######## vga_timing_gen_flat ########
## config.mk

```make
export PLATFORM = sky130hd
export DESIGN_NAME = vga_timing_gen_flat
export DESIGN_NICKNAME = d
export VERILOG_FILES = /design/src/rtl/vga_timing_gen_pkg.sv /design/src/rtl/vga_timing_gen_if.sv /design/src/rtl/vga_timing_gen_delay_line.sv /design/src/rtl/vga_timing_gen.sv /design/src/flat_wrapper.sv
export SDC_FILE = /design/constraint.sdc
export NUM_CORES = 1
export LEC_CHECK = 0
export ABC_CLOCK_PERIOD_IN_PS = 7200
export CORE_UTILIZATION = 55
export CTS_CLUSTER_DIAMETER = 60
export DETAILED_ROUTE_END_ITERATION = 10
export HOLD_SLACK_MARGIN = 0.06
export PLACE_DENSITY_LB_ADDON = 0.05
export SLEW_MARGIN = 40
export SYNTH_ARGS = -nofsm -noshare
export SYNTH_HDL_FRONTEND = slang
export SYNTH_SLANG_ARGS = --single-unit
```

## constraint.sdc

```tcl
create_clock -name clk_in -period 7.2 [get_ports clk_in]
set_clock_uncertainty 0.1 [all_clocks]
set_input_delay 1.08 -clock clk_in [delete_from_list [all_inputs] [get_ports clk_in]]
set_output_delay 1.08 -clock clk_in [all_outputs]
set_load 0.01 [all_outputs]
```

## src/rtl/vga_timing_gen_pkg.sv

```systemverilog
// Shared VGA timing constants and the packed timing bundle carried through
// the render pipeline.
package vga_timing_gen_pkg;

  localparam int H_ACTIVE_DEF = 640;
  localparam int H_FP_DEF     = 16;
  localparam int H_SYNC_DEF   = 96;
  localparam int H_BP_DEF     = 48;
  localparam int V_ACTIVE_DEF = 480;
  localparam int V_FP_DEF     = 10;
  localparam int V_SYNC_DEF   = 2;
  localparam int V_BP_DEF     = 33;

  localparam int H_TOTAL = H_ACTIVE_DEF + H_FP_DEF + H_SYNC_DEF + H_BP_DEF;
  localparam int V_TOTAL = V_ACTIVE_DEF + V_FP_DEF + V_SYNC_DEF + V_BP_DEF;

  localparam logic HSYNC_POL_DEF = 1'b0;
  localparam logic VSYNC_POL_DEF = 1'b0;

  localparam int HCOUNT_WIDTH = 10;
  localparam int VCOUNT_WIDTH = 10;

  typedef struct packed {
    logic [HCOUNT_WIDTH-1:0] hcount;
    logic [VCOUNT_WIDTH-1:0] vcount;
    logic                    hsync;
    logic                    vsync;
    logic                    blank;
    logic                    line_start;
    logic                    frame_start;
  } vga_t;

endpackage

```

## src/rtl/vga_timing_gen_if.sv

```systemverilog
// Shared VGA timing bundle: the timing generator drives the master side,
// render blocks consume the slave side.
interface vga_if
  import vga_timing_gen_pkg::*;
#(
  parameter int FRAME_CNT_W = 16
) ();

  logic [HCOUNT_WIDTH-1:0] hcount_out;
  logic [VCOUNT_WIDTH-1:0] vcount_out;
  logic                    hsync_out;
  logic                    vsync_out;
  logic                    blank_out;
  logic                    line_start_out;
  logic                    frame_start_out;
  logic [FRAME_CNT_W-1:0]  frame_count_out;

  modport master (
    output hcount_out, vcount_out, hsync_out, vsync_out, blank_out,
           line_start_out, frame_start_out, frame_count_out
  );

  modport slave (
    input hcount_out, vcount_out, hsync_out, vsync_out, blank_out,
          line_start_out, frame_start_out, frame_count_out
  );

endinterface

```

## src/rtl/vga_timing_gen_delay_line.sv

```systemverilog
// Clock-enabled register chain of DEPTH stages with async active-low reset
// to RST_VAL; DEPTH=0 is a plain wire.
module vga_delay_line #(
  parameter int unsigned          DEPTH   = 2,
  parameter int unsigned          WIDTH   = 8,
  parameter logic [WIDTH-1:0]     RST_VAL = '0
) (
  input  logic             clk,
  input  logic             rst_n,
  input  logic             i_en,
  input  logic [WIDTH-1:0] i_d,
  output logic [WIDTH-1:0] o_q
);

  if (DEPTH == 0) begin : g_wire
    logic w_unused;
    assign w_unused = &{1'b0, clk, rst_n, i_en};
    assign o_q      = i_d;
  end else begin : g_pipe
    logic [WIDTH-1:0] r_stage [DEPTH];

    always_ff @(posedge clk or negedge rst_n) begin
      if (!rst_n) begin
        for (int unsigned i = 0; i < DEPTH; i++) r_stage[i] <= RST_VAL;
      end else if (i_en) begin
        r_stage[0] <= i_d;
        for (int unsigned i = 1; i < DEPTH; i++) r_stage[i] <= r_stage[i-1];
      end
    end

    assign o_q = r_stage[DEPTH-1];
  end

endmodule

```

## src/rtl/vga_timing_gen.sv

```systemverilog
// Parametrised VGA timing generator: pixel counters, registered sync/blank
// decode, frame counter, and an enable-gated output delay line.
module vga_timing_gen
  import vga_timing_gen_pkg::*;
#(
  parameter int          H_ACTIVE    = H_ACTIVE_DEF,
  parameter int          H_FP        = H_FP_DEF,
  parameter int          H_SYNC      = H_SYNC_DEF,
  parameter int          H_BP        = H_BP_DEF,
  parameter int          V_ACTIVE    = V_ACTIVE_DEF,
  parameter int          V_FP        = V_FP_DEF,
  parameter int          V_SYNC      = V_SYNC_DEF,
  parameter int          V_BP        = V_BP_DEF,
  parameter logic        HSYNC_POL   = HSYNC_POL_DEF,
  parameter logic        VSYNC_POL   = VSYNC_POL_DEF,
  parameter int unsigned PIPE_DELAY  = 2,
  parameter int          FRAME_CNT_W = 16
) (
  input  logic clk_in,
  input  logic rst_n_in,
  input  logic pix_en_in,
  vga_if.master vga
);

  localparam int H_TOT      = H_ACTIVE + H_FP + H_SYNC + H_BP;
  localparam int V_TOT      = V_ACTIVE + V_FP + V_SYNC + V_BP;
  localparam int H_SYNC_BEG = H_ACTIVE + H_FP;
  localparam int H_SYNC_END = H_SYNC_BEG + H_SYNC;
  localparam int V_SYNC_BEG = V_ACTIVE + V_FP;
  localparam int V_SYNC_END = V_SYNC_BEG + V_SYNC;
  localparam int PAY_W      = $bits(vga_t) + FRAME_CNT_W;

  localparam vga_t RST_TIMING = '{
    hcount: '0, vcount: '0, hsync: ~HSYNC_POL, vsync: ~VSYNC_POL,
    blank: 1'b0, line_start: 1'b1, frame_start: 1'b1
  };
  localparam logic [PAY_W-1:0] RST_PAY = {{FRAME_CNT_W{1'b0}}, RST_TIMING};

  if (H_TOT > 2**HCOUNT_WIDTH || V_TOT > 2**VCOUNT_WIDTH || PIPE_DELAY > 15) begin : g_bad_cfg
    $error("vga_timing_gen: totals exceed counter width or PIPE_DELAY > 15");
  end

  vga_t                   r_s0;
  vga_t                   w_s0_next;
  logic [FRAME_CNT_W-1:0] r_fcount;
  logic [FRAME_CNT_W-1:0] w_fcount_next;
  logic                   w_h_last;
  logic                   w_v_last;

  // Decode is taken from the next counter value so that the registered
  // sync/blank flags line up with the registered position.
  always_comb begin
    w_s0_next     = r_s0;
    w_fcount_next = r_fcount;
    w_h_last      = (int'(r_s0.hcount) == H_TOT - 1);
    w_v_last      = (int'(r_s0.vcount) == V_TOT - 1);

    w_s0_next.hcount = w_h_last ? '0 : r_s0.hcount + 1'b1;
    if (w_h_last) w_s0_next.vcount = w_v_last ? '0 : r_s0.vcount + 1'b1;

    w_s0_next.blank = (int'(w_s0_next.hcount) >= H_ACTIVE) ||
                      (int'(w_s0_next.vcount) >= V_ACTIVE);
    w_s0_next.hsync = (int'(w_s0_next.hcount) >= H_SYNC_BEG &&
                       int'(w_s0_next.hcount) <  H_SYNC_END) ? HSYNC_POL : ~HSYNC_POL;
    w_s0_next.vsync = (int'(w_s0_next.vcount) >= V_SYNC_BEG &&
                       int'(w_s0_next.vcount) <  V_SYNC_END) ? VSYNC_POL : ~VSYNC_POL;
    w_s0_next.line_start  = (w_s0_next.hcount == '0);
    w_s0_next.frame_start = w_s0_next.line_start && (w_s0_next.vcount == '0);

    if (w_h_last && w_v_last) w_fcount_next = r_fcount + 1'b1;
  end

  always_ff @(posedge clk_in or negedge rst_n_in) begin
    if (!rst_n_in) begin
      r_s0     <= RST_TIMING;
      r_fcount <= '0;
    end else if (pix_en_in) begin
      r_s0     <= w_s0_next;
      r_fcount <= w_fcount_next;
    end
  end

  // Frame count rides the delay line with the timing so it stays aligned
  // with the delayed frame_start.
  logic [PAY_W-1:0]       w_pay_q;
  vga_t                   w_vga;
  logic [FRAME_CNT_W-1:0] w_fc;

  vga_delay_line #(
    .DEPTH   (PIPE_DELAY),
    .WIDTH   (PAY_W),
    .RST_VAL (RST_PAY)
  ) u_delay (
    .clk   (clk_in),
    .rst_n (rst_n_in),
    .i_en  (pix_en_in),
    .i_d   ({r_fcount, r_s0}),
    .o_q   (w_pay_q)
  );

  assign {w_fc, w_vga} = w_pay_q;

  assign vga.hcount_out      = w_vga.hcount;
  assign vga.vcount_out      = w_vga.vcount;
  assign vga.hsync_out       = w_vga.hsync;
  assign vga.vsync_out       = w_vga.vsync;
  assign vga.blank_out       = w_vga.blank;
  assign vga.line_start_out  = w_vga.line_start;
  assign vga.frame_start_out = w_vga.frame_start;
  assign vga.frame_count_out = w_fc;

endmodule

```

## src/flat_wrapper.sv

```systemverilog
// flat-port wrapper written by rule: the top's interface ports become plain ports
module vga_timing_gen_flat import vga_timing_gen_pkg::*;
#(
  parameter int          H_ACTIVE    = H_ACTIVE_DEF,
  parameter int          H_FP        = H_FP_DEF,
  parameter int          H_SYNC      = H_SYNC_DEF,
  parameter int          H_BP        = H_BP_DEF,
  parameter int          V_ACTIVE    = V_ACTIVE_DEF,
  parameter int          V_FP        = V_FP_DEF,
  parameter int          V_SYNC      = V_SYNC_DEF,
  parameter int          V_BP        = V_BP_DEF,
  parameter logic        HSYNC_POL   = HSYNC_POL_DEF,
  parameter logic        VSYNC_POL   = VSYNC_POL_DEF,
  parameter int unsigned PIPE_DELAY  = 2,
  parameter int          FRAME_CNT_W = 16
)
  (clk_in, rst_n_in, pix_en_in, vga_hcount_out, vga_vcount_out, vga_hsync_out, vga_vsync_out, vga_blank_out, vga_line_start_out, vga_frame_start_out, vga_frame_count_out);
  vga_if #(.FRAME_CNT_W(FRAME_CNT_W)) vga_i ();
  input  logic clk_in;
  input  logic rst_n_in;
  input  logic pix_en_in;
  output wire logic [$bits(vga_i.hcount_out)-1:0] vga_hcount_out;
  output wire logic [$bits(vga_i.vcount_out)-1:0] vga_vcount_out;
  output wire logic [$bits(vga_i.hsync_out)-1:0] vga_hsync_out;
  output wire logic [$bits(vga_i.vsync_out)-1:0] vga_vsync_out;
  output wire logic [$bits(vga_i.blank_out)-1:0] vga_blank_out;
  output wire logic [$bits(vga_i.line_start_out)-1:0] vga_line_start_out;
  output wire logic [$bits(vga_i.frame_start_out)-1:0] vga_frame_start_out;
  output wire logic [$bits(vga_i.frame_count_out)-1:0] vga_frame_count_out;
  assign vga_hcount_out = vga_i.hcount_out;
  assign vga_vcount_out = vga_i.vcount_out;
  assign vga_hsync_out = vga_i.hsync_out;
  assign vga_vsync_out = vga_i.vsync_out;
  assign vga_blank_out = vga_i.blank_out;
  assign vga_line_start_out = vga_i.line_start_out;
  assign vga_frame_start_out = vga_i.frame_start_out;
  assign vga_frame_count_out = vga_i.frame_count_out;
  vga_timing_gen #(.H_ACTIVE(H_ACTIVE), .H_FP(H_FP), .H_SYNC(H_SYNC), .H_BP(H_BP), .V_ACTIVE(V_ACTIVE), .V_FP(V_FP), .V_SYNC(V_SYNC), .V_BP(V_BP), .HSYNC_POL(HSYNC_POL), .VSYNC_POL(VSYNC_POL), .PIPE_DELAY(PIPE_DELAY), .FRAME_CNT_W(FRAME_CNT_W)) u_core (.clk_in(clk_in), .rst_n_in(rst_n_in), .pix_en_in(pix_en_in), .vga(vga_i));
endmodule
```

######## cache_line_fill_ctrl_flat ########
[config.mk]
export PLATFORM = sky130hd
export DESIGN_NAME = cache_line_fill_ctrl_flat
export DESIGN_NICKNAME = d
export VERILOG_FILES = /design/src/rtl/cache_pkg.sv /design/src/rtl/cache_line_fill_ctrl_if.sv /design/src/rtl/cache_line_fill_ctrl_line_assembler.sv /design/src/rtl/cache_line_fill_ctrl.sv /design/src/flat_wrapper.sv
export SDC_FILE = /design/constraint.sdc
export NUM_CORES = 1
export LEC_CHECK = 0
export ABC_AREA = 1
export CAP_MARGIN = 20
export CORE_ASPECT_RATIO = 2
export CORE_MARGIN = 2
export CORE_UTILIZATION = 30
export DETAILED_ROUTE_END_ITERATION = 12
export SLEW_MARGIN = 20
export SYNTH_ARGS = -nofsm -noshare
export SYNTH_HDL_FRONTEND = slang
export SYNTH_SLANG_ARGS = --single-unit
export TNS_END_PERCENT = 5
[constraint.sdc]
create_clock -name clk -period 31.7 [get_ports clk]
set_input_delay 6.34 -clock clk [delete_from_list [all_inputs] [get_ports clk]]
set_output_delay 6.34 -clock clk [all_outputs]
set_load 0.005 [all_outputs]
[src/rtl/cache_pkg.sv]
// cache_pkg: shared line geometry, field positions and fill FSM states for the cache miss path.
package cache_pkg;
    localparam int LINE_W    = 145;
    localparam int TAG_W     = 15;
    localparam int TAG_MSB   = 144;
    localparam int TAG_LSB_L = 130;
    localparam int VALID_BIT = 1;
    localparam int DIRTY_BIT = 0;

    typedef enum logic [1:0] {IDLE, WB, FILL, DONE} fill_state_t;

    // Word k of a line sits above the valid/dirty pair.
    function automatic int slot_base(input logic [1:0] k);
        return 32 * int'(k) + 2;
    endfunction
endpackage

[src/rtl/cache_line_fill_ctrl_if.sv]
// cache_line_fill_ctrl_if: cache-side request, memory beat handshake and line return.
// Adds crit_valid/crit_data when CRIT_WORD_FIRST_EN is defined.
interface cache_line_fill_ctrl_if;
    import cache_pkg::*;
    logic              miss_req;
    logic [31:0]       miss_addr;
    logic [LINE_W-1:0] victim_line;
    logic              mem_req;
    logic              mem_we;
    logic [31:0]       mem_addr;
    logic [31:0]       mem_wdata;
    logic              mem_ack;
    logic [31:0]       mem_rdata;
    logic              busy;
    logic [LINE_W-1:0] line_out;
    logic              fill_done;
`ifdef CRIT_WORD_FIRST_EN
    logic              crit_valid;
    logic [31:0]       crit_data;
`endif

    modport master (
`ifdef CRIT_WORD_FIRST_EN
        output crit_valid, crit_data,
`endif
        output mem_req, mem_we, mem_addr, mem_wdata, busy, line_out, fill_done,
        input  miss_req, miss_addr, victim_line, mem_ack, mem_rdata
    );

    modport slave (
`ifdef CRIT_WORD_FIRST_EN
        input  crit_valid, crit_data,
`endif
        input  mem_req, mem_we, mem_addr, mem_wdata, busy, line_out, fill_done,
        output miss_req, miss_addr, victim_line, mem_ack, mem_rdata
    );
endinterface

[src/rtl/cache_line_fill_ctrl_line_assembler.sv]
// line_assembler: collects four fill beats by slot and presents them in cache line format.
module line_assembler
    import cache_pkg::*;
(
    input  logic              clk,
    input  logic              rst,
    input  logic              we,
    input  logic [1:0]        sel,
    input  logic [31:0]       wdata,
    input  logic [TAG_W-1:0]  tag,
    input  logic              valid,
    input  logic              dirty,
    output logic [LINE_W-1:0] line
);
    logic [127:0] words;

    always_ff @(posedge clk or posedge rst)
        if (rst)
            words <= '0;
        else if (we)
            words[32 * sel +: 32] <= wdata;

    assign line = {tag, words, valid, dirty};
endmodule

[src/rtl/cache_line_fill_ctrl.sv]
// cache_line_fill_ctrl: miss handler; writes back a dirty victim, then fetches the 4-word line.
// Optional CRIT_WORD_FIRST_EN: fill starts at the missed word and reports it via crit_valid/crit_data.
module cache_line_fill_ctrl
    import cache_pkg::*;
#(
    parameter int ADDR_W  = 32,
    parameter int DATA_W  = 32,
    parameter int TAG_LSB = 6
) (
    input logic clk,
    input logic rst,
    cache_line_fill_ctrl_if.master bus
);
    fill_state_t state, state_n;
    logic [1:0] beat, beat_n, beat_inc, done_cnt, done_cnt_n, start_idle, start_wb;
    logic [ADDR_W-1:2] addr_q, addr_n;
    logic [LINE_W-1:2] vic_q, vic_n;
    logic [TAG_W-1:0] line_tag, line_tag_n;
    logic line_vld, line_vld_n, req_n, we_n, ack, last, wr_en;
    logic [ADDR_W-1:0] maddr_n;
    logic [DATA_W-1:0] wdata_n;
    logic [LINE_W-1:0] line;

    // The index field is not kept in the line, so write-back addresses carry zeros there.
    function automatic logic [ADDR_W-1:0] wb_addr(input logic [TAG_W-1:0] t, input logic [1:0] b);
        return {11'd0, t, 4'd0, b};
    endfunction

    assign ack = bus.mem_req & bus.mem_ack;
    assign last = done_cnt == 2'd3;
    assign beat_inc = beat + 2'd1;
    assign bus.busy = state != IDLE;
    assign bus.fill_done = state == DONE;
    assign bus.line_out = line;

`ifdef CRIT_WORD_FIRST_EN
    logic [1:0] crit_q;
    assign start_idle = bus.miss_addr[1:0];
    assign start_wb = crit_q;

    always_ff @(posedge clk or posedge rst)
        if (rst) begin
            crit_q         <= 2'd0;
            bus.crit_valid <= 1'b0;
            bus.crit_data  <= '0;
        end else begin
            if (state == IDLE && bus.miss_req)
                crit_q <= bus.miss_addr[1:0];
            bus.crit_valid <= state == FILL && ack && done_cnt == 2'd0;
            if (state == FILL && ack && done_cnt == 2'd0)
                bus.crit_data <= bus.mem_rdata;
        end
`else
    assign start_idle = 2'd0;
    assign start_wb = 2'd0;
`endif

    always_comb begin
        state_n    = state;
        beat_n     = beat;
        done_cnt_n = done_cnt;
        addr_n     = addr_q;
        vic_n      = vic_q;
        line_tag_n = line_tag;
        line_vld_n = line_vld;
        req_n      = bus.mem_req;
        we_n       = bus.mem_we;
        maddr_n    = bus.mem_addr;
        wdata_n    = bus.mem_wdata;
        wr_en      = 1'b0;
        case (state)
            IDLE: if (bus.miss_req) begin
                addr_n     = bus.miss_addr[ADDR_W-1:2];
                vic_n      = bus.victim_line[LINE_W-1:2];
                req_n      = 1'b1;
                done_cnt_n = 2'd0;
                if (bus.victim_line[VALID_BIT] && bus.victim_line[DIRTY_BIT]) begin
                    state_n = WB;
                    beat_n  = 2'd0;
                    we_n    = 1'b1;
                    maddr_n = wb_addr(bus.victim_line[TAG_MSB:TAG_LSB_L], 2'd0);
                    wdata_n = bus.victim_line[slot_base(2'd0) +: DATA_W];
                end else begin
                    state_n    = FILL;
                    beat_n     = start_idle;
                    we_n       = 1'b0;
                    maddr_n    = {bus.miss_addr[ADDR_W-1:2], start_idle};
                    line_tag_n = bus.miss_addr[TAG_LSB+TAG_W-1:TAG_LSB];
                    line_vld_n = 1'b1;
                end
            end
            WB: if (ack) begin
                done_cnt_n = done_cnt + 2'd1;
                beat_n     = beat_inc;
                if (last) begin
                    state_n    = FILL;
                    beat_n     = start_wb;
                    we_n       = 1'b0;
                    maddr_n    = {addr_q, start_wb};
                    line_tag_n = addr_q[TAG_LSB+TAG_W-1:TAG_LSB];
                    line_vld_n = 1'b1;
                end else begin
                    maddr_n = wb_addr(vic_q[TAG_MSB:TAG_LSB_L], beat_inc);
                    wdata_n = vic_q[slot_base(beat_inc) +: DATA_W];
                end
            end
            FILL: if (ack) begin
                wr_en      = 1'b1;
                done_cnt_n = done_cnt + 2'd1;
                beat_n     = beat_inc;
                if (last) begin
                    state_n = DONE;
                    req_n   = 1'b0;
                end else
                    maddr_n = {addr_q, beat_inc};
            end
            DONE: state_n = IDLE;
        endcase
    end

    always_ff @(posedge clk or posedge rst)
        if (rst) begin
            state         <= IDLE;
            beat          <= 2'd0;
            done_cnt      <= 2'd0;
            addr_q        <= '0;
            vic_q         <= '0;
            line_tag      <= '0;
            line_vld      <= 1'b0;
            bus.mem_req   <= 1'b0;
            bus.mem_we    <= 1'b0;
            bus.mem_addr  <= '0;
            bus.mem_wdata <= '0;
        end else begin
            state         <= state_n;
            beat          <= beat_n;
            done_cnt      <= done_cnt_n;
            addr_q        <= addr_n;
            vic_q         <= vic_n;
            line_tag      <= line_tag_n;
            line_vld      <= line_vld_n;
            bus.mem_req   <= req_n;
            bus.mem_we    <= we_n;
            bus.mem_addr  <= maddr_n;
            bus.mem_wdata <= wdata_n;
        end

    line_assembler u_asm (
        .clk   (clk),
        .rst   (rst),
        .we    (wr_en),
        .sel   (beat),
        .wdata (bus.mem_rdata),
        .tag   (line_tag),
        .valid (line_vld),
        .dirty (1'b0),
        .line  (line)
    );
endmodule

[src/flat_wrapper.sv]
// flat-port wrapper written by rule: the top's interface ports become plain ports
module cache_line_fill_ctrl_flat import cache_pkg::*;
#(
    parameter int ADDR_W  = 32,
    parameter int DATA_W  = 32,
    parameter int TAG_LSB = 6
)
  (clk, rst, bus_mem_req, bus_mem_we, bus_mem_addr, bus_mem_wdata, bus_busy, bus_line_out, bus_fill_done, bus_miss_req, bus_miss_addr, bus_victim_line, bus_mem_ack, bus_mem_rdata);
  cache_line_fill_ctrl_if bus_i ();
  input logic clk;
  input logic rst;
  output wire logic [$bits(bus_i.mem_req)-1:0] bus_mem_req;
  output wire logic [$bits(bus_i.mem_we)-1:0] bus_mem_we;
  output wire logic [$bits(bus_i.mem_addr)-1:0] bus_mem_addr;
  output wire logic [$bits(bus_i.mem_wdata)-1:0] bus_mem_wdata;
  output wire logic [$bits(bus_i.busy)-1:0] bus_busy;
  output wire logic [$bits(bus_i.line_out)-1:0] bus_line_out;
  output wire logic [$bits(bus_i.fill_done)-1:0] bus_fill_done;
  input wire logic [$bits(bus_i.miss_req)-1:0] bus_miss_req;
  input wire logic [$bits(bus_i.miss_addr)-1:0] bus_miss_addr;
  input wire logic [$bits(bus_i.victim_line)-1:0] bus_victim_line;
  input wire logic [$bits(bus_i.mem_ack)-1:0] bus_mem_ack;
  input wire logic [$bits(bus_i.mem_rdata)-1:0] bus_mem_rdata;
  assign bus_mem_req = bus_i.mem_req;
  assign bus_mem_we = bus_i.mem_we;
  assign bus_mem_addr = bus_i.mem_addr;
  assign bus_mem_wdata = bus_i.mem_wdata;
  assign bus_busy = bus_i.busy;
  assign bus_line_out = bus_i.line_out;
  assign bus_fill_done = bus_i.fill_done;
  assign bus_i.miss_req = bus_miss_req;
  assign bus_i.miss_addr = bus_miss_addr;
  assign bus_i.victim_line = bus_victim_line;
  assign bus_i.mem_ack = bus_mem_ack;
  assign bus_i.mem_rdata = bus_mem_rdata;
  cache_line_fill_ctrl #(.ADDR_W(ADDR_W), .DATA_W(DATA_W), .TAG_LSB(TAG_LSB)) u_core (.clk(clk), .rst(rst), .bus(bus_i));
endmodule
######## alu_sequencer ########
--- config.mk ---
export PLATFORM = sky130hd
export DESIGN_NAME = alu_sequencer
export DESIGN_NICKNAME = d
export VERILOG_FILES = /design/src/rtl/alu_sequencer.sv
export SDC_FILE = /design/constraint.sdc
export NUM_CORES = 1
export LEC_CHECK = 0
export ABC_AREA = 1
export CAP_MARGIN = 20
export CELL_PAD_IN_SITES_DETAIL_PLACEMENT = 1
export CELL_PAD_IN_SITES_GLOBAL_PLACEMENT = 1
export CORE_ASPECT_RATIO = 0.6
export CORE_MARGIN = 10
export CORE_UTILIZATION = 25
export DETAILED_ROUTE_END_ITERATION = 10
export DONT_BUFFER_PORTS = 1
export GPL_ROUTABILITY_DRIVEN = 0
export MAX_ROUTING_LAYER = met4
export PLACE_DENSITY = 0.55
export SLEW_MARGIN = 0
export SYNTH_ARGS = -nofsm -noshare
export SYNTH_HDL_FRONTEND = slang
export SYNTH_SLANG_ARGS = --single-unit
--- constraint.sdc ---
create_clock -name clk -period 2.35 [get_ports clk]
set_input_delay 0.705 -clock clk [delete_from_list [all_inputs] [get_ports clk]]
set_output_delay 0.705 -clock clk [all_outputs]
set_load 0.05 [all_outputs]
--- src/rtl/alu_sequencer.sv ---
// alu_sequencer
//   Fetches 16-bit instructions from an external memory, optionally fetches
//   an immediate word, presents decoded operands to an external ALU and
//   writes the ALU result back into an internal register file.
//
//   Instruction: [15] useAU, [14:11] OpcodeB, [10:9] Mode, [8:6] Rd,
//                [5:3] Rn, [2:0] Rm.  Mode 2'b01 carries an immediate word.
//                16'hFFFF fetched as an instruction halts until reset.
//
//   Ports
//     clk, rst_n        clock, synchronous active-low reset
//     start             leave IDLE and begin fetching
//     instr_req/addr    fetch request and word address (pc)
//     instr_valid/data  fetch completion and fetched word
//     OpcodeB, Immediate, Mode, useAU, Rn_data, Rm_data
//                       registered ALU controls/operands, held until next DECODE
//     Rd_data           ALU result, written to regs[Rd] at the end of EXEC
//     busy, halted      status (busy is low only in IDLE and HALT)
module alu_sequencer #(
  parameter logic [15:0] RESET_PC = 16'h0000,
  parameter int unsigned NREG     = 8
) (
  input  logic        clk,
  input  logic        rst_n,
  input  logic        start,
  output logic        instr_req,
  output logic [15:0] instr_addr,
  input  logic        instr_valid,
  input  logic [15:0] instr_data,
  output logic [3:0]  OpcodeB,
  output logic [15:0] Immediate,
  output logic [1:0]  Mode,
  output logic        useAU,
  output logic [15:0] Rn_data,
  output logic [15:0] Rm_data,
  input  logic [15:0] Rd_data,
  output logic        busy,
  output logic        halted
);

  typedef enum logic [2:0] {
    IDLE,
    FETCH,
    FETCH_IMM,
    DECODE,
    EXEC,
    HALT
  } state_t;

  localparam logic [15:0] HALT_WORD = 16'hFFFF;
  localparam logic [1:0]  MODE_IMM  = 2'b01;

  state_t      state;
  logic [15:0] pc;
  logic [15:0] ir;
  logic [15:0] imm;
  logic [15:0] regs [NREG];

  always_ff @(posedge clk) begin
    if (!rst_n) begin
      state     <= IDLE;
      pc        <= RESET_PC;
      ir        <= '0;
      imm       <= '0;
      OpcodeB   <= '0;
      Immediate <= '0;
      Mode      <= '0;
      useAU     <= 1'b0;
      Rn_data   <= '0;
      Rm_data   <= '0;
      for (int unsigned i = 0; i < NREG; i++) begin
        regs[i] <= '0;
      end
    end else begin
      case (state)
        IDLE: begin
          if (start) state <= FETCH;
        end

        FETCH: begin
          if (instr_valid) begin
            pc <= pc + 16'd1;
            ir <= instr_data;
            if (instr_data == HALT_WORD) begin
              state <= HALT;
            end else if (instr_data[10:9] == MODE_IMM) begin
              state <= FETCH_IMM;
            end else begin
              // Instructions without an immediate present a zero immediate.
              imm   <= '0;
              state <= DECODE;
            end
          end
        end

        FETCH_IMM: begin
          if (instr_valid) begin
            pc    <= pc + 16'd1;
            imm   <= instr_data;
            state <= DECODE;
          end
        end

        DECODE: begin
          // Register reads happen after the previous EXEC write has landed,
          // so a dependent instruction always sees the fresh value.
          useAU     <= ir[15];
          OpcodeB   <= ir[14:11];
          Mode      <= ir[10:9];
          Immediate <= imm;
          Rn_data   <= regs[ir[5:3]];
          Rm_data   <= regs[ir[2:0]];
          state     <= EXEC;
        end

        EXEC: begin
          regs[ir[8:6]] <= Rd_data;
          state         <= FETCH;
        end

        HALT: begin
          state <= HALT;
        end

        default: state <= IDLE;
      endcase
    end
  end

  // Status and fetch outputs decode directly from the state register.
  assign instr_req  = (state == FETCH) || (state == FETCH_IMM);
  assign instr_addr = pc;
  assign busy       = (state != IDLE) && (state != HALT);
  assign halted     = (state == HALT);

endmodule

######## bcd_stopwatch ########
$ cat src/rtl/bcd_stopwatch.sv
// mm:ss BCD stopwatch driven by an upstream single-cycle tick pulse.
// IDLE/RUN/PAUSE control with clr > stop > start priority; all outputs registered.
module bcd_stopwatch #(
  parameter int unsigned DIV          = 1,
  parameter int unsigned MIN_TENS_MAX = 5
) (
  input  logic       clk,
  input  logic       reset,
  input  logic       tick,
  input  logic       start,
  input  logic       stop,
  input  logic       clr,
  output logic [3:0] d0,
  output logic [3:0] d1,
  output logic [3:0] d2,
  output logic [3:0] d3,
  output logic       running,
  output logic       rollover
);

  localparam int unsigned PW = (DIV > 1) ? $clog2(DIV) : 1;

  typedef enum logic [1:0] {
    IDLE  = 2'd0,
    RUN   = 2'd1,
    PAUSE = 2'd2
  } state_t;

  state_t        r_state;
  state_t        w_state_nxt;
  logic [PW-1:0] r_pre;
  logic          w_accept;
  logic          w_pre_wrap;
  logic          w_inc;
  logic          w_c0;
  logic          w_c1;
  logic          w_c2;
  logic          w_c3;

  always_comb begin
    w_state_nxt = r_state;
    if (clr) begin
      w_state_nxt = IDLE;
    end else begin
      case (r_state)
        IDLE:    if (start && !stop) w_state_nxt = RUN;
        RUN:     if (stop)           w_state_nxt = PAUSE;
        PAUSE:   if (start && !stop) w_state_nxt = RUN;
        default:                     w_state_nxt = IDLE;
      endcase
    end
  end

  // The state sampled this cycle decides acceptance, so a stop+tick in RUN still counts.
  always_comb begin
    w_accept   = (r_state == RUN) && tick && !clr;
    w_pre_wrap = (r_pre == PW'(DIV - 1));
    w_inc      = w_accept && w_pre_wrap;
    w_c0       = (d0 == 4'd9);
    w_c1       = w_c0 && (d1 == 4'd5);
    w_c2       = w_c1 && (d2 == 4'd9);
    w_c3       = w_c2 && (d3 == 4'(MIN_TENS_MAX));
  end

  always_ff @(posedge clk or negedge reset) begin
    if (!reset) begin
      r_state  <= IDLE;
      running  <= 1'b0;
    end else begin
      r_state  <= w_state_nxt;
      running  <= (w_state_nxt == RUN);
    end
  end

  always_ff @(posedge clk or negedge reset) begin
    if (!reset) begin
      r_pre <= '0;
    end else if (clr) begin
      r_pre <= '0;
    end else if (w_accept) begin
      r_pre <= w_pre_wrap ? '0 : r_pre + 1'b1;
    end
  end

  always_ff @(posedge clk or negedge reset) begin
    if (!reset) begin
      d0       <= '0;
      d1       <= '0;
      d2       <= '0;
      d3       <= '0;
      rollover <= 1'b0;
    end else if (clr) begin
      d0       <= '0;
      d1       <= '0;
      d2       <= '0;
      d3       <= '0;
      rollover <= 1'b0;
    end else begin
      rollover <= w_inc && w_c3;
      if (w_inc) begin
        d0 <= w_c0 ? 4'd0 : d0 + 4'd1;
        if (w_c0) d1 <= (d1 == 4'd5) ? 4'd0 : d1 + 4'd1;
        if (w_c1) d2 <= (d2 == 4'd9) ? 4'd0 : d2 + 4'd1;
        if (w_c2) d3 <= (d3 == 4'(MIN_TENS_MAX)) ? 4'd0 : d3 + 4'd1;
      end
    end
  end

endmodule

$ cat config.mk
export PLATFORM = sky130hd
export DESIGN_NAME = bcd_stopwatch
export DESIGN_NICKNAME = d
export VERILOG_FILES = /design/src/rtl/bcd_stopwatch.sv
export SDC_FILE = /design/constraint.sdc
export NUM_CORES = 1
export LEC_CHECK = 0
export ABC_AREA = 0
export CORE_MARGIN = 2
export CORE_UTILIZATION = 35
export CTS_BUF_LIST = sky130_fd_sc_hd__clkbuf_4 sky130_fd_sc_hd__clkbuf_8
export DETAILED_ROUTE_END_ITERATION = 10
export SYNTH_ARGS = -nofsm -noshare
export SYNTH_HDL_FRONTEND = slang
export SYNTH_SLANG_ARGS = --single-unit
export TNS_END_PERCENT = 5
$ cat constraint.sdc
create_clock -name clk -period 2.1 [get_ports clk]
set_input_delay 0.42 -clock clk [delete_from_list [all_inputs] [get_ports clk]]
set_output_delay 0.42 -clock clk [all_outputs]
set_load 0.03 [all_outputs]
Figure 1. A small window of the routed layout (cache_line_fill_ctrl_flat).
Window x 74 to 104, y 90 to 120 um. Cells in grey, sequential cells in the stronger grey; small squares are vias.
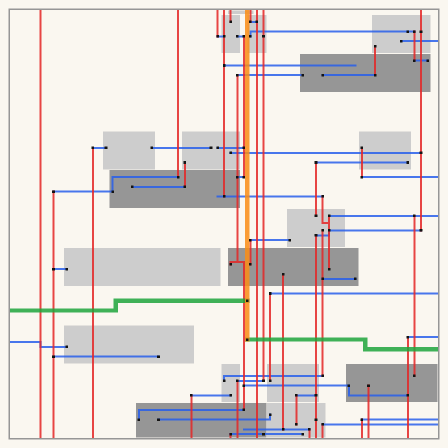
colour	layer
red	metal 2
orange	metal 4
blue	metal 1
green	metal 3
most frequent	dfrtp_1 (5), mux2_1 (4)
netlist names of flops here include	`u_core.vic_q` (4), `u_core.addr_q` (1)
sequential cells in the window	5
cells with their middle in the window	17

==> impl_metrics.xml, cache_line_fill_ctrl_flat <==
<?xml version="1.0" encoding="UTF-8"?>
<metrics>
  <group name="worst_setup_path">
    <metric name="crit_path_end_kind" unit="">asynchronous set/reset pin</metric>
    <metric name="cp_num_buf_inv" unit="">5</metric>
  </group>
  <group name="clock_tree">
    <metric name="max_buffers_root_to_sink" unit="">3</metric>
    <metric name="cts_setup_buffers" unit="">0</metric>
  </group>
  <group name="logic_synthesis">
    <metric name="synth.yosys.warnings" unit="">0</metric>
    <metric name="syn_area" unit="um2">18010</metric>
    <metric name="syn_nets" unit="">2310</metric>
    <metric name="synthSimpleGateAreaFrac" unit="">0.2322</metric>
    <metric name="synth.lib_cells_used.distinct" unit="">24</metric>
    <metric name="synth.comb.largest_family" unit="">simple AND/OR/NAND/NOR gates</metric>
    <metric name="synth.area.mux_share" unit="">0.06940</metric>
  </group>
  <group name="floorplan">
    <metric name="row_count" unit="">127</metric>
  </group>
  <group name="status">
    <metric name="run_status" unit="">completed</metric>
  </group>
  <group name="pwr">
    <metric name="p_int" unit="mW">1.288</metric>
    <metric name="power.sequential.total" unit="mW">0.780</metric>
    <metric name="comb_power" unit="mW">0.829</metric>
  </group>
  <group name="global_routing">
    <metric name="grt_pass1_vias" unit="">16020</metric>
    <metric name="busiest_layer" unit="">met2</metric>
    <metric name="global_route.usage.total" unit="">0.2088</metric>
  </group>
  <group name="cells_and_area">
    <metric name="n_clock_buffer" unit="">52</metric>
    <metric name="largest_cell_class" unit="">registers</metric>
  </group>
  <group name="final_timing">
    <metric name="max-slew-margin-rel" unit="">0.2863</metric>
  </group>
  <group name="routing">
    <metric name="routed.top_layer" unit="">met5</metric>
  </group>
</metrics>
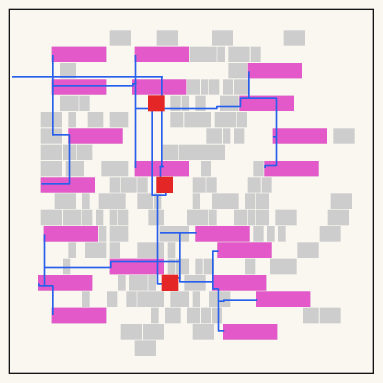
Figure 2: bcd_stopwatch, clock network drawn from the DEF.
(6 px per um)
[red] clock drivers | count: 3
[blue] clock wires | length: 267 um
[magenta] flip-flops | count: 20
routed clock nets	4

Figure 3. Logic cells by family (bcd_stopwatch).
(10 px per um)
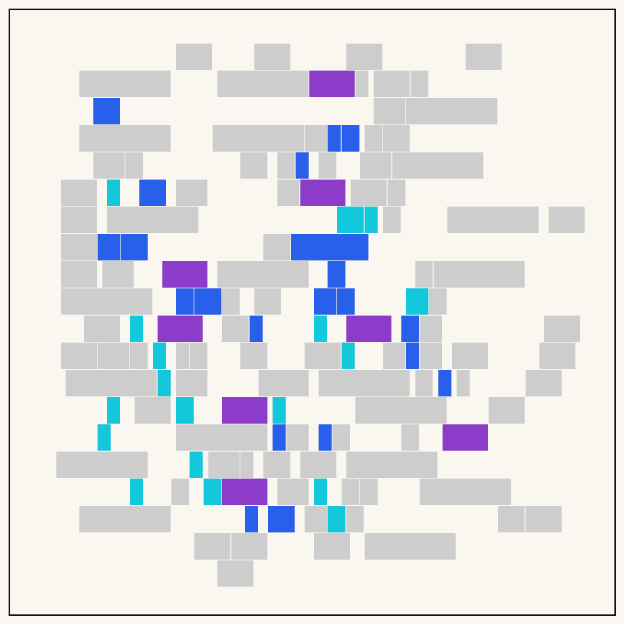
colour	family	cells	most used
blue	nand cells	21	nand2_1
purple	fa/ha/maj cells	8	ha_1
cyan	nor cells	18	nor2_1

==> impl_metrics.xml, bcd_stopwatch <==
<?xml version="1.0" encoding="UTF-8"?>
<metrics>
  <group name="cells_and_area">
    <metric name="most-common-layout-cells" unit="">23 x sky130_fd_sc_hd__clkdlybuf4s50_1, 20 x sky130_fd_sc_hd__dfrtp_1, 14 x sky130_fd_sc_hd__a21oi_1</metric>
    <metric name="sh_comb_area" unit="">0.3974</metric>
    <metric name="largest_cell_class" unit="">combinational gates</metric>
    <metric name="final_layout_top_logic_cell" unit="">sky130_fd_sc_hd__clkdlybuf4s50_1</metric>
    <metric name="clk_share" unit="">0.02544</metric>
  </group>
  <group name="global_routing">
    <metric name="global_route.usage.total" unit="">0.1327</metric>
  </group>
  <group name="final_timing">
    <metric name="drv_slew" unit="">0</metric>
    <metric name="fin_skew" unit="ns">0.005646</metric>
  </group>
  <group name="worst_setup_path">
    <metric name="critPathTopFamily" unit="">buffers and inverters</metric>
    <metric name="worst_r2r_path_depth" unit="">6</metric>
    <metric name="critical_path_peak_fanout" unit="">6</metric>
    <metric name="critPathKind" unit="">flop to output pin</metric>
  </group>
  <group name="pwr">
    <metric name="p_switching" unit="mW">0.1476</metric>
    <metric name="comb_power" unit="mW">0.0452</metric>
    <metric name="share_seq_of_total_power" unit="">0.593</metric>
  </group>
  <group name="logic_synthesis">
    <metric name="synth.top_cells.by_area" unit="">sky130_fd_sc_hd__dfrtp_1 45%, sky130_fd_sc_hd__ha_1 9.0%, sky130_fd_sc_hd__a21oi_1 6.3%</metric>
    <metric name="synthDominantAreaCellType" unit="">sky130_fd_sc_hd__dfrtp_1</metric>
  </group>
  <group name="status">
    <metric name="run_status" unit="">completed</metric>
  </group>
  <group name="floorplan">
    <metric name="well_tap_count" unit="">44</metric>
    <metric name="die-area" unit="um2">3652</metric>
  </group>
  <group name="routing">
    <metric name="routed.top_layer" unit="">met4</metric>
    <metric name="drt_first_iter_violations" unit="">19</metric>
    <metric name="ant_nets" unit="">0</metric>
  </group>
  <group name="clock_tree">
    <metric name="cts_hold_buf" unit="">0</metric>
    <metric name="max_buffers_root_to_sink" unit="">2</metric>
    <metric name="cts_setup_buffers" unit="">0</metric>
  </group>
</metrics>
Figure 4. A small window of the routed layout (vga_timing_gen_flat).
Window x 37 to 67, y 16 to 46 um. Cells in grey, sequential cells in the stronger grey; small squares are vias.
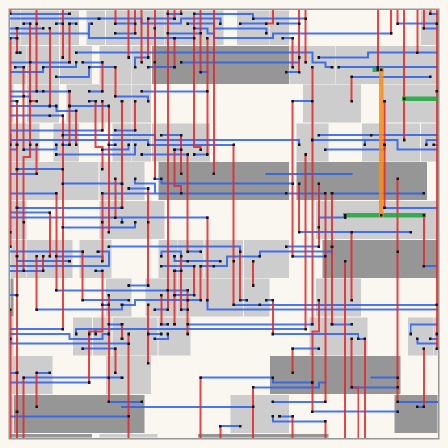
colour	layer
red	metal 2
orange	metal 4
green	metal 3
blue	metal 1
sequential cells in the window	6
most frequent	nor2_1 (5), dfrtp_1 (5)
cells with their middle in the window	58
netlist names of flops here include	`u_core.r_s0` (4)

==> impl_metrics.xml, vga_timing_gen_flat <==
<?xml version="1.0" encoding="UTF-8"?>
<metrics>
  <group name="logic_synthesis">
    <metric name="synth.yosys.warnings" unit="">0</metric>
    <metric name="edff_count_synth" unit="">0</metric>
    <metric name="flops_out_of_synthesis" unit="">123</metric>
    <metric name="synthDominantAreaCellType" unit="">sky130_fd_sc_hd__dfrtp_1</metric>
  </group>
  <group name="global_routing">
    <metric name="grt_pass1_wl" unit="um">16590</metric>
  </group>
  <group name="cells_and_area">
    <metric name="antenna-diode-count" unit="">0</metric>
    <metric name="areaGrowthSynthToFinish" unit="%">14.53</metric>
    <metric name="proportion_of_final_cell_area_spent_on_non_clock_buffers" unit="">0.06829</metric>
    <metric name="final.fill_count" unit="">749</metric>
    <metric name="inverters_excl_clock" unit="">8</metric>
  </group>
  <group name="final_timing">
    <metric name="fin_setup_tns" unit="ns">0</metric>
    <metric name="final_period_minus_worst_setup_slack" unit="ns">3.060</metric>
    <metric name="rsz0062_at_grt" unit="">false</metric>
    <metric name="max-slew-margin-rel" unit="">0.4750</metric>
  </group>
  <group name="placed_design">
    <metric name="port-buffer-count" unit="">43</metric>
    <metric name="place_congestion" unit="">0.8360</metric>
  </group>
  <group name="status">
    <metric name="run_status" unit="">completed</metric>
  </group>
  <group name="floorplan">
    <metric name="top_level_ports" unit="">44</metric>
  </group>
  <group name="routing">
    <metric name="ant_nets" unit="">0</metric>
    <metric name="drc" unit="">0</metric>
  </group>
  <group name="pwr">
    <metric name="comb_power" unit="mW">0.306</metric>
  </group>
  <group name="worst_setup_path">
    <metric name="reg2reg_to" unit="">u_core.r_fcount[15]</metric>
  </group>
</metrics>
Figure 5. A small window of the routed layout (alu_sequencer).
Window x 130 to 160, y 40 to 70 um. Cells in grey, sequential cells in the stronger grey; small squares are vias.
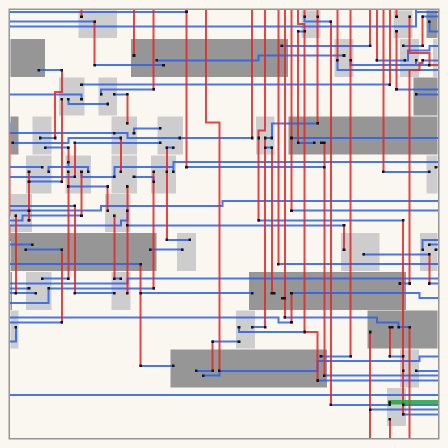
colour	layer
blue	metal 1
red	metal 2
green	metal 3
netlist names of flops here include	`regs` (5)
most frequent	nor2_1 (10), o21ai_0 (6), edfxtp_1 (5)
sequential cells in the window	5
cells with their middle in the window	31

Figure 6. Signal metal coverage by tile (alu_sequencer).
(1 px per um) The die is cut into 29 by 18 equal tiles; white is low, dark blue is high, scaled to the fullest tile. Values are wire area over tile area, all layers added.
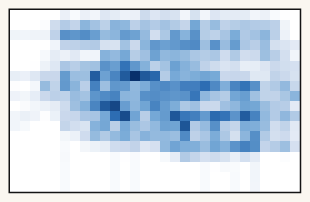
densest ninth of the die	centre
emptiest ninth of the die	lower left
tiles over half the peak	18%
fullest tile	0.45
mean over tiles	0.12
detailed-route wire length: 40190 um
average routed wire per standard cell: 20.76 um
DR vias: 9415
gr usage total: 0.1519

==> impl_metrics.xml, alu_sequencer <==
<?xml version="1.0" encoding="UTF-8"?>
<metrics>
  <group name="logic_synthesis">
    <metric name="seq_area_frac_synth" unit="">0.5469</metric>
    <metric name="syn_nets" unit="">1367</metric>
    <metric name="syn_area" unit="um2">10910</metric>
    <metric name="async_flop_share" unit="">0</metric>
  </group>
  <group name="global_routing">
    <metric name="grt_start_max_net_pins" unit="">105</metric>
    <metric name="busiest_layer" unit="">met1</metric>
  </group>
  <group name="clock_tree">
    <metric name="post_cts.resized_instances" unit="">4</metric>
    <metric name="max_buffers_root_to_sink" unit="">3</metric>
    <metric name="clock_sinks" unit="">234</metric>
    <metric name="insertion_delay" unit="ns">0.56</metric>
  </group>
  <group name="pwr">
    <metric name="switching_share" unit="">0.2894</metric>
    <metric name="leakage" unit="nW">4.864</metric>
    <metric name="vdd.ir_drop.worst" unit="V">0.0004816</metric>
  </group>
  <group name="final_timing">
    <metric name="worst_hold_slack" unit="ns">0.2866</metric>
    <metric name="timing_worst_slew_pin_value" unit="ns">0.6912</metric>
    <metric name="final_period_minus_worst_setup_slack" unit="ns">2.245</metric>
    <metric name="finalHoldViolations" unit="">0</metric>
  </group>
  <group name="worst_setup_path">
    <metric name="regToRegSetupSlack" unit="ns">0.34</metric>
    <metric name="crit_start" unit="">state[1]</metric>
    <metric name="critPathSlowestCell" unit="">sky130_fd_sc_hd__dfxtp_2</metric>
    <metric name="critPathTopFamily" unit="">flip-flops</metric>
    <metric name="startpoint_type" unit="">flop</metric>
    <metric name="critical_path.endpoint" unit="">busy</metric>
  </group>
  <group name="floorplan">
    <metric name="chipHeight" unit="um">181.8</metric>
    <metric name="die-area" unit="um2">52660</metric>
  </group>
  <group name="cells_and_area">
    <metric name="antenna-diode-count" unit="">0</metric>
    <metric name="max_flop_register" unit="">regs</metric>
    <metric name="logic_gate_count" unit="">888</metric>
    <metric name="areaGrowthSynthToFinish" unit="%">17.22</metric>
  </group>
  <group name="flow_run">
    <metric name="log.warning_count" unit="">28</metric>
  </group>
  <group name="status">
    <metric name="run_status" unit="">completed</metric>
  </group>
  <group name="routing">
    <metric name="wl_met3" unit="um">1977</metric>
    <metric name="post_drt_via_cell_ratio" unit="">4.863</metric>
  </group>
</metrics>

==> notes/layouts.md <==
Pictures saved along the way, in no particular order.

Track usage over the die.
Plate I
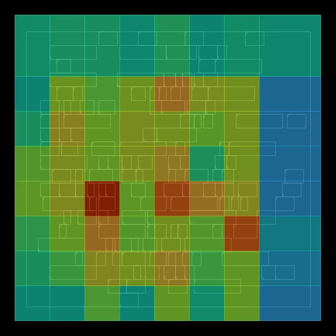
Plate II
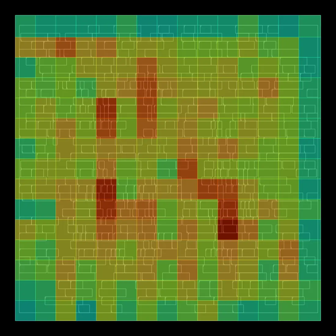
Plate III
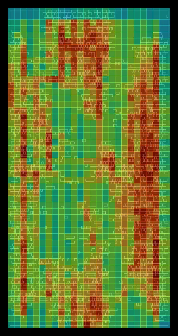
Plate IV
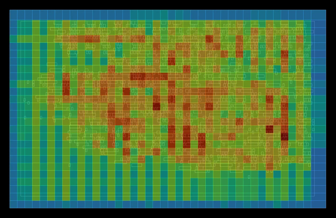
vga_timing_gen_flat -> Plate II
cache_line_fill_ctrl_flat -> Plate III
alu_sequencer -> Plate IV
bcd_stopwatch -> Plate I
- least wire per cell: Plate I



==> layout pictures side by side <==
Signal metal coverage by tile.
image #1
(4 px per um) The die is cut into 21 by 21 equal tiles; white is low, dark blue is high, scaled to the fullest tile. Values are wire area over tile area, all layers added.
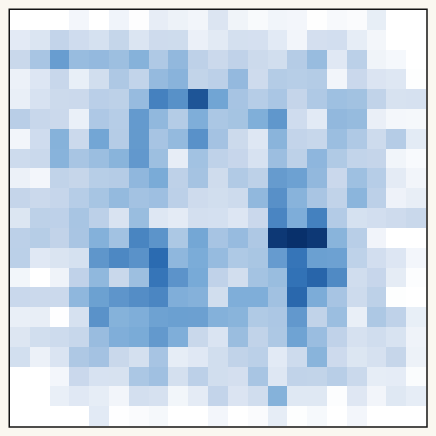
image #2
(6 px per um) The die is cut into 12 by 12 equal tiles; white is low, dark blue is high, scaled to the fullest tile. Values are wire area over tile area, all layers added.
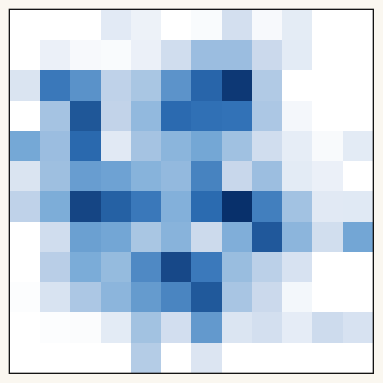
image #3
(1.5 px per um) The die is cut into 18 by 35 equal tiles; white is low, dark blue is high, scaled to the fullest tile. Values are wire area over tile area, all layers added.
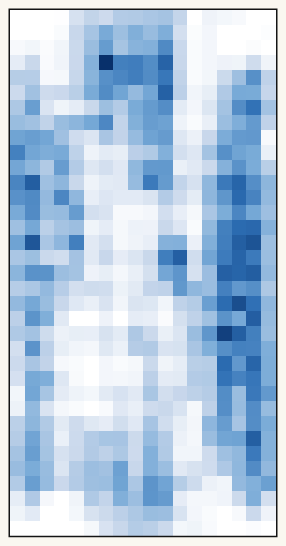
- smallest die: image #2
- image #3 = cache_line_fill_ctrl_flat
- image #1 = vga_timing_gen_flat
- image #2 = bcd_stopwatch

Key to image #1:
emptiest ninth of the die	upper right
nearly empty tiles	8.4%
tiles over half the peak	11%
fullest tile	0.50
mean over tiles	0.14


==> layout pictures side by side <==
Logic cells by family.
picture 1
(2 px per um)
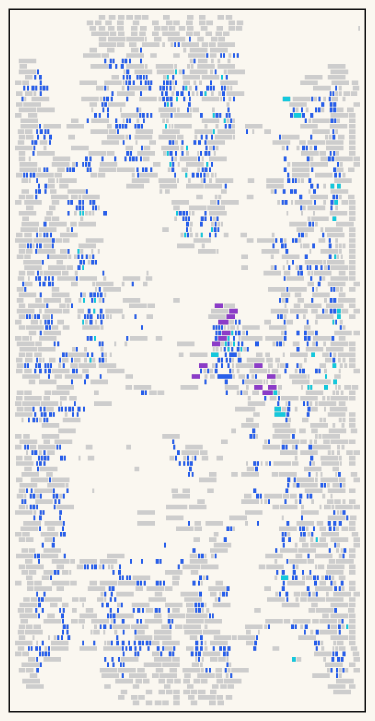
picture 2
(2 px per um)
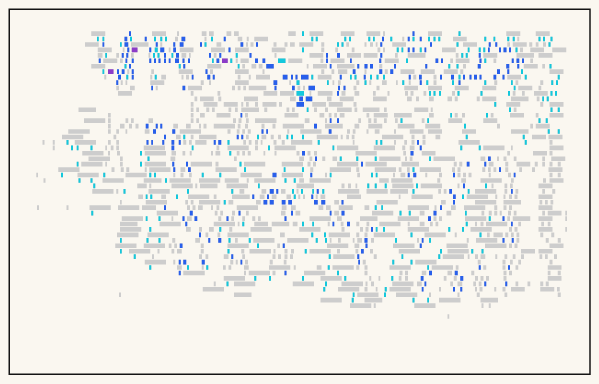
picture 3
(6 px per um)
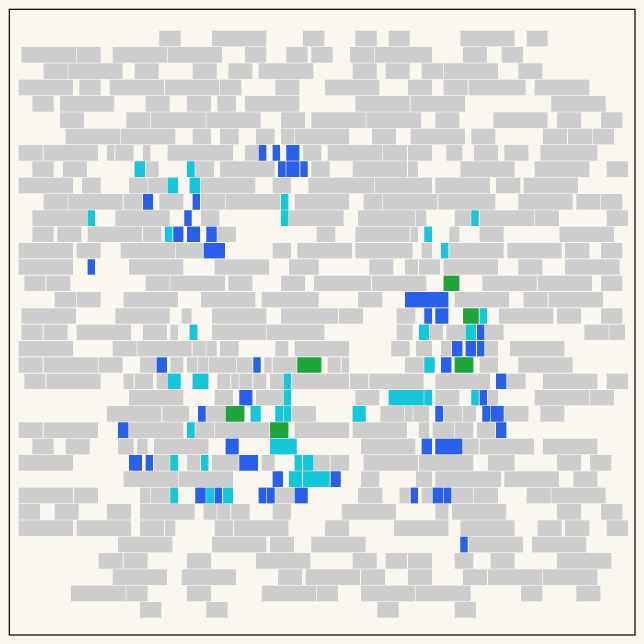
The one with the largest die is picture 1.
The one with the fewest cells is picture 3.
For cache_line_fill_ctrl_flat, see picture 1.
For vga_timing_gen_flat, see picture 3.
For alu_sequencer, see picture 2.

Power figures rest on the tool's default switching activity, not on a simulated workload.
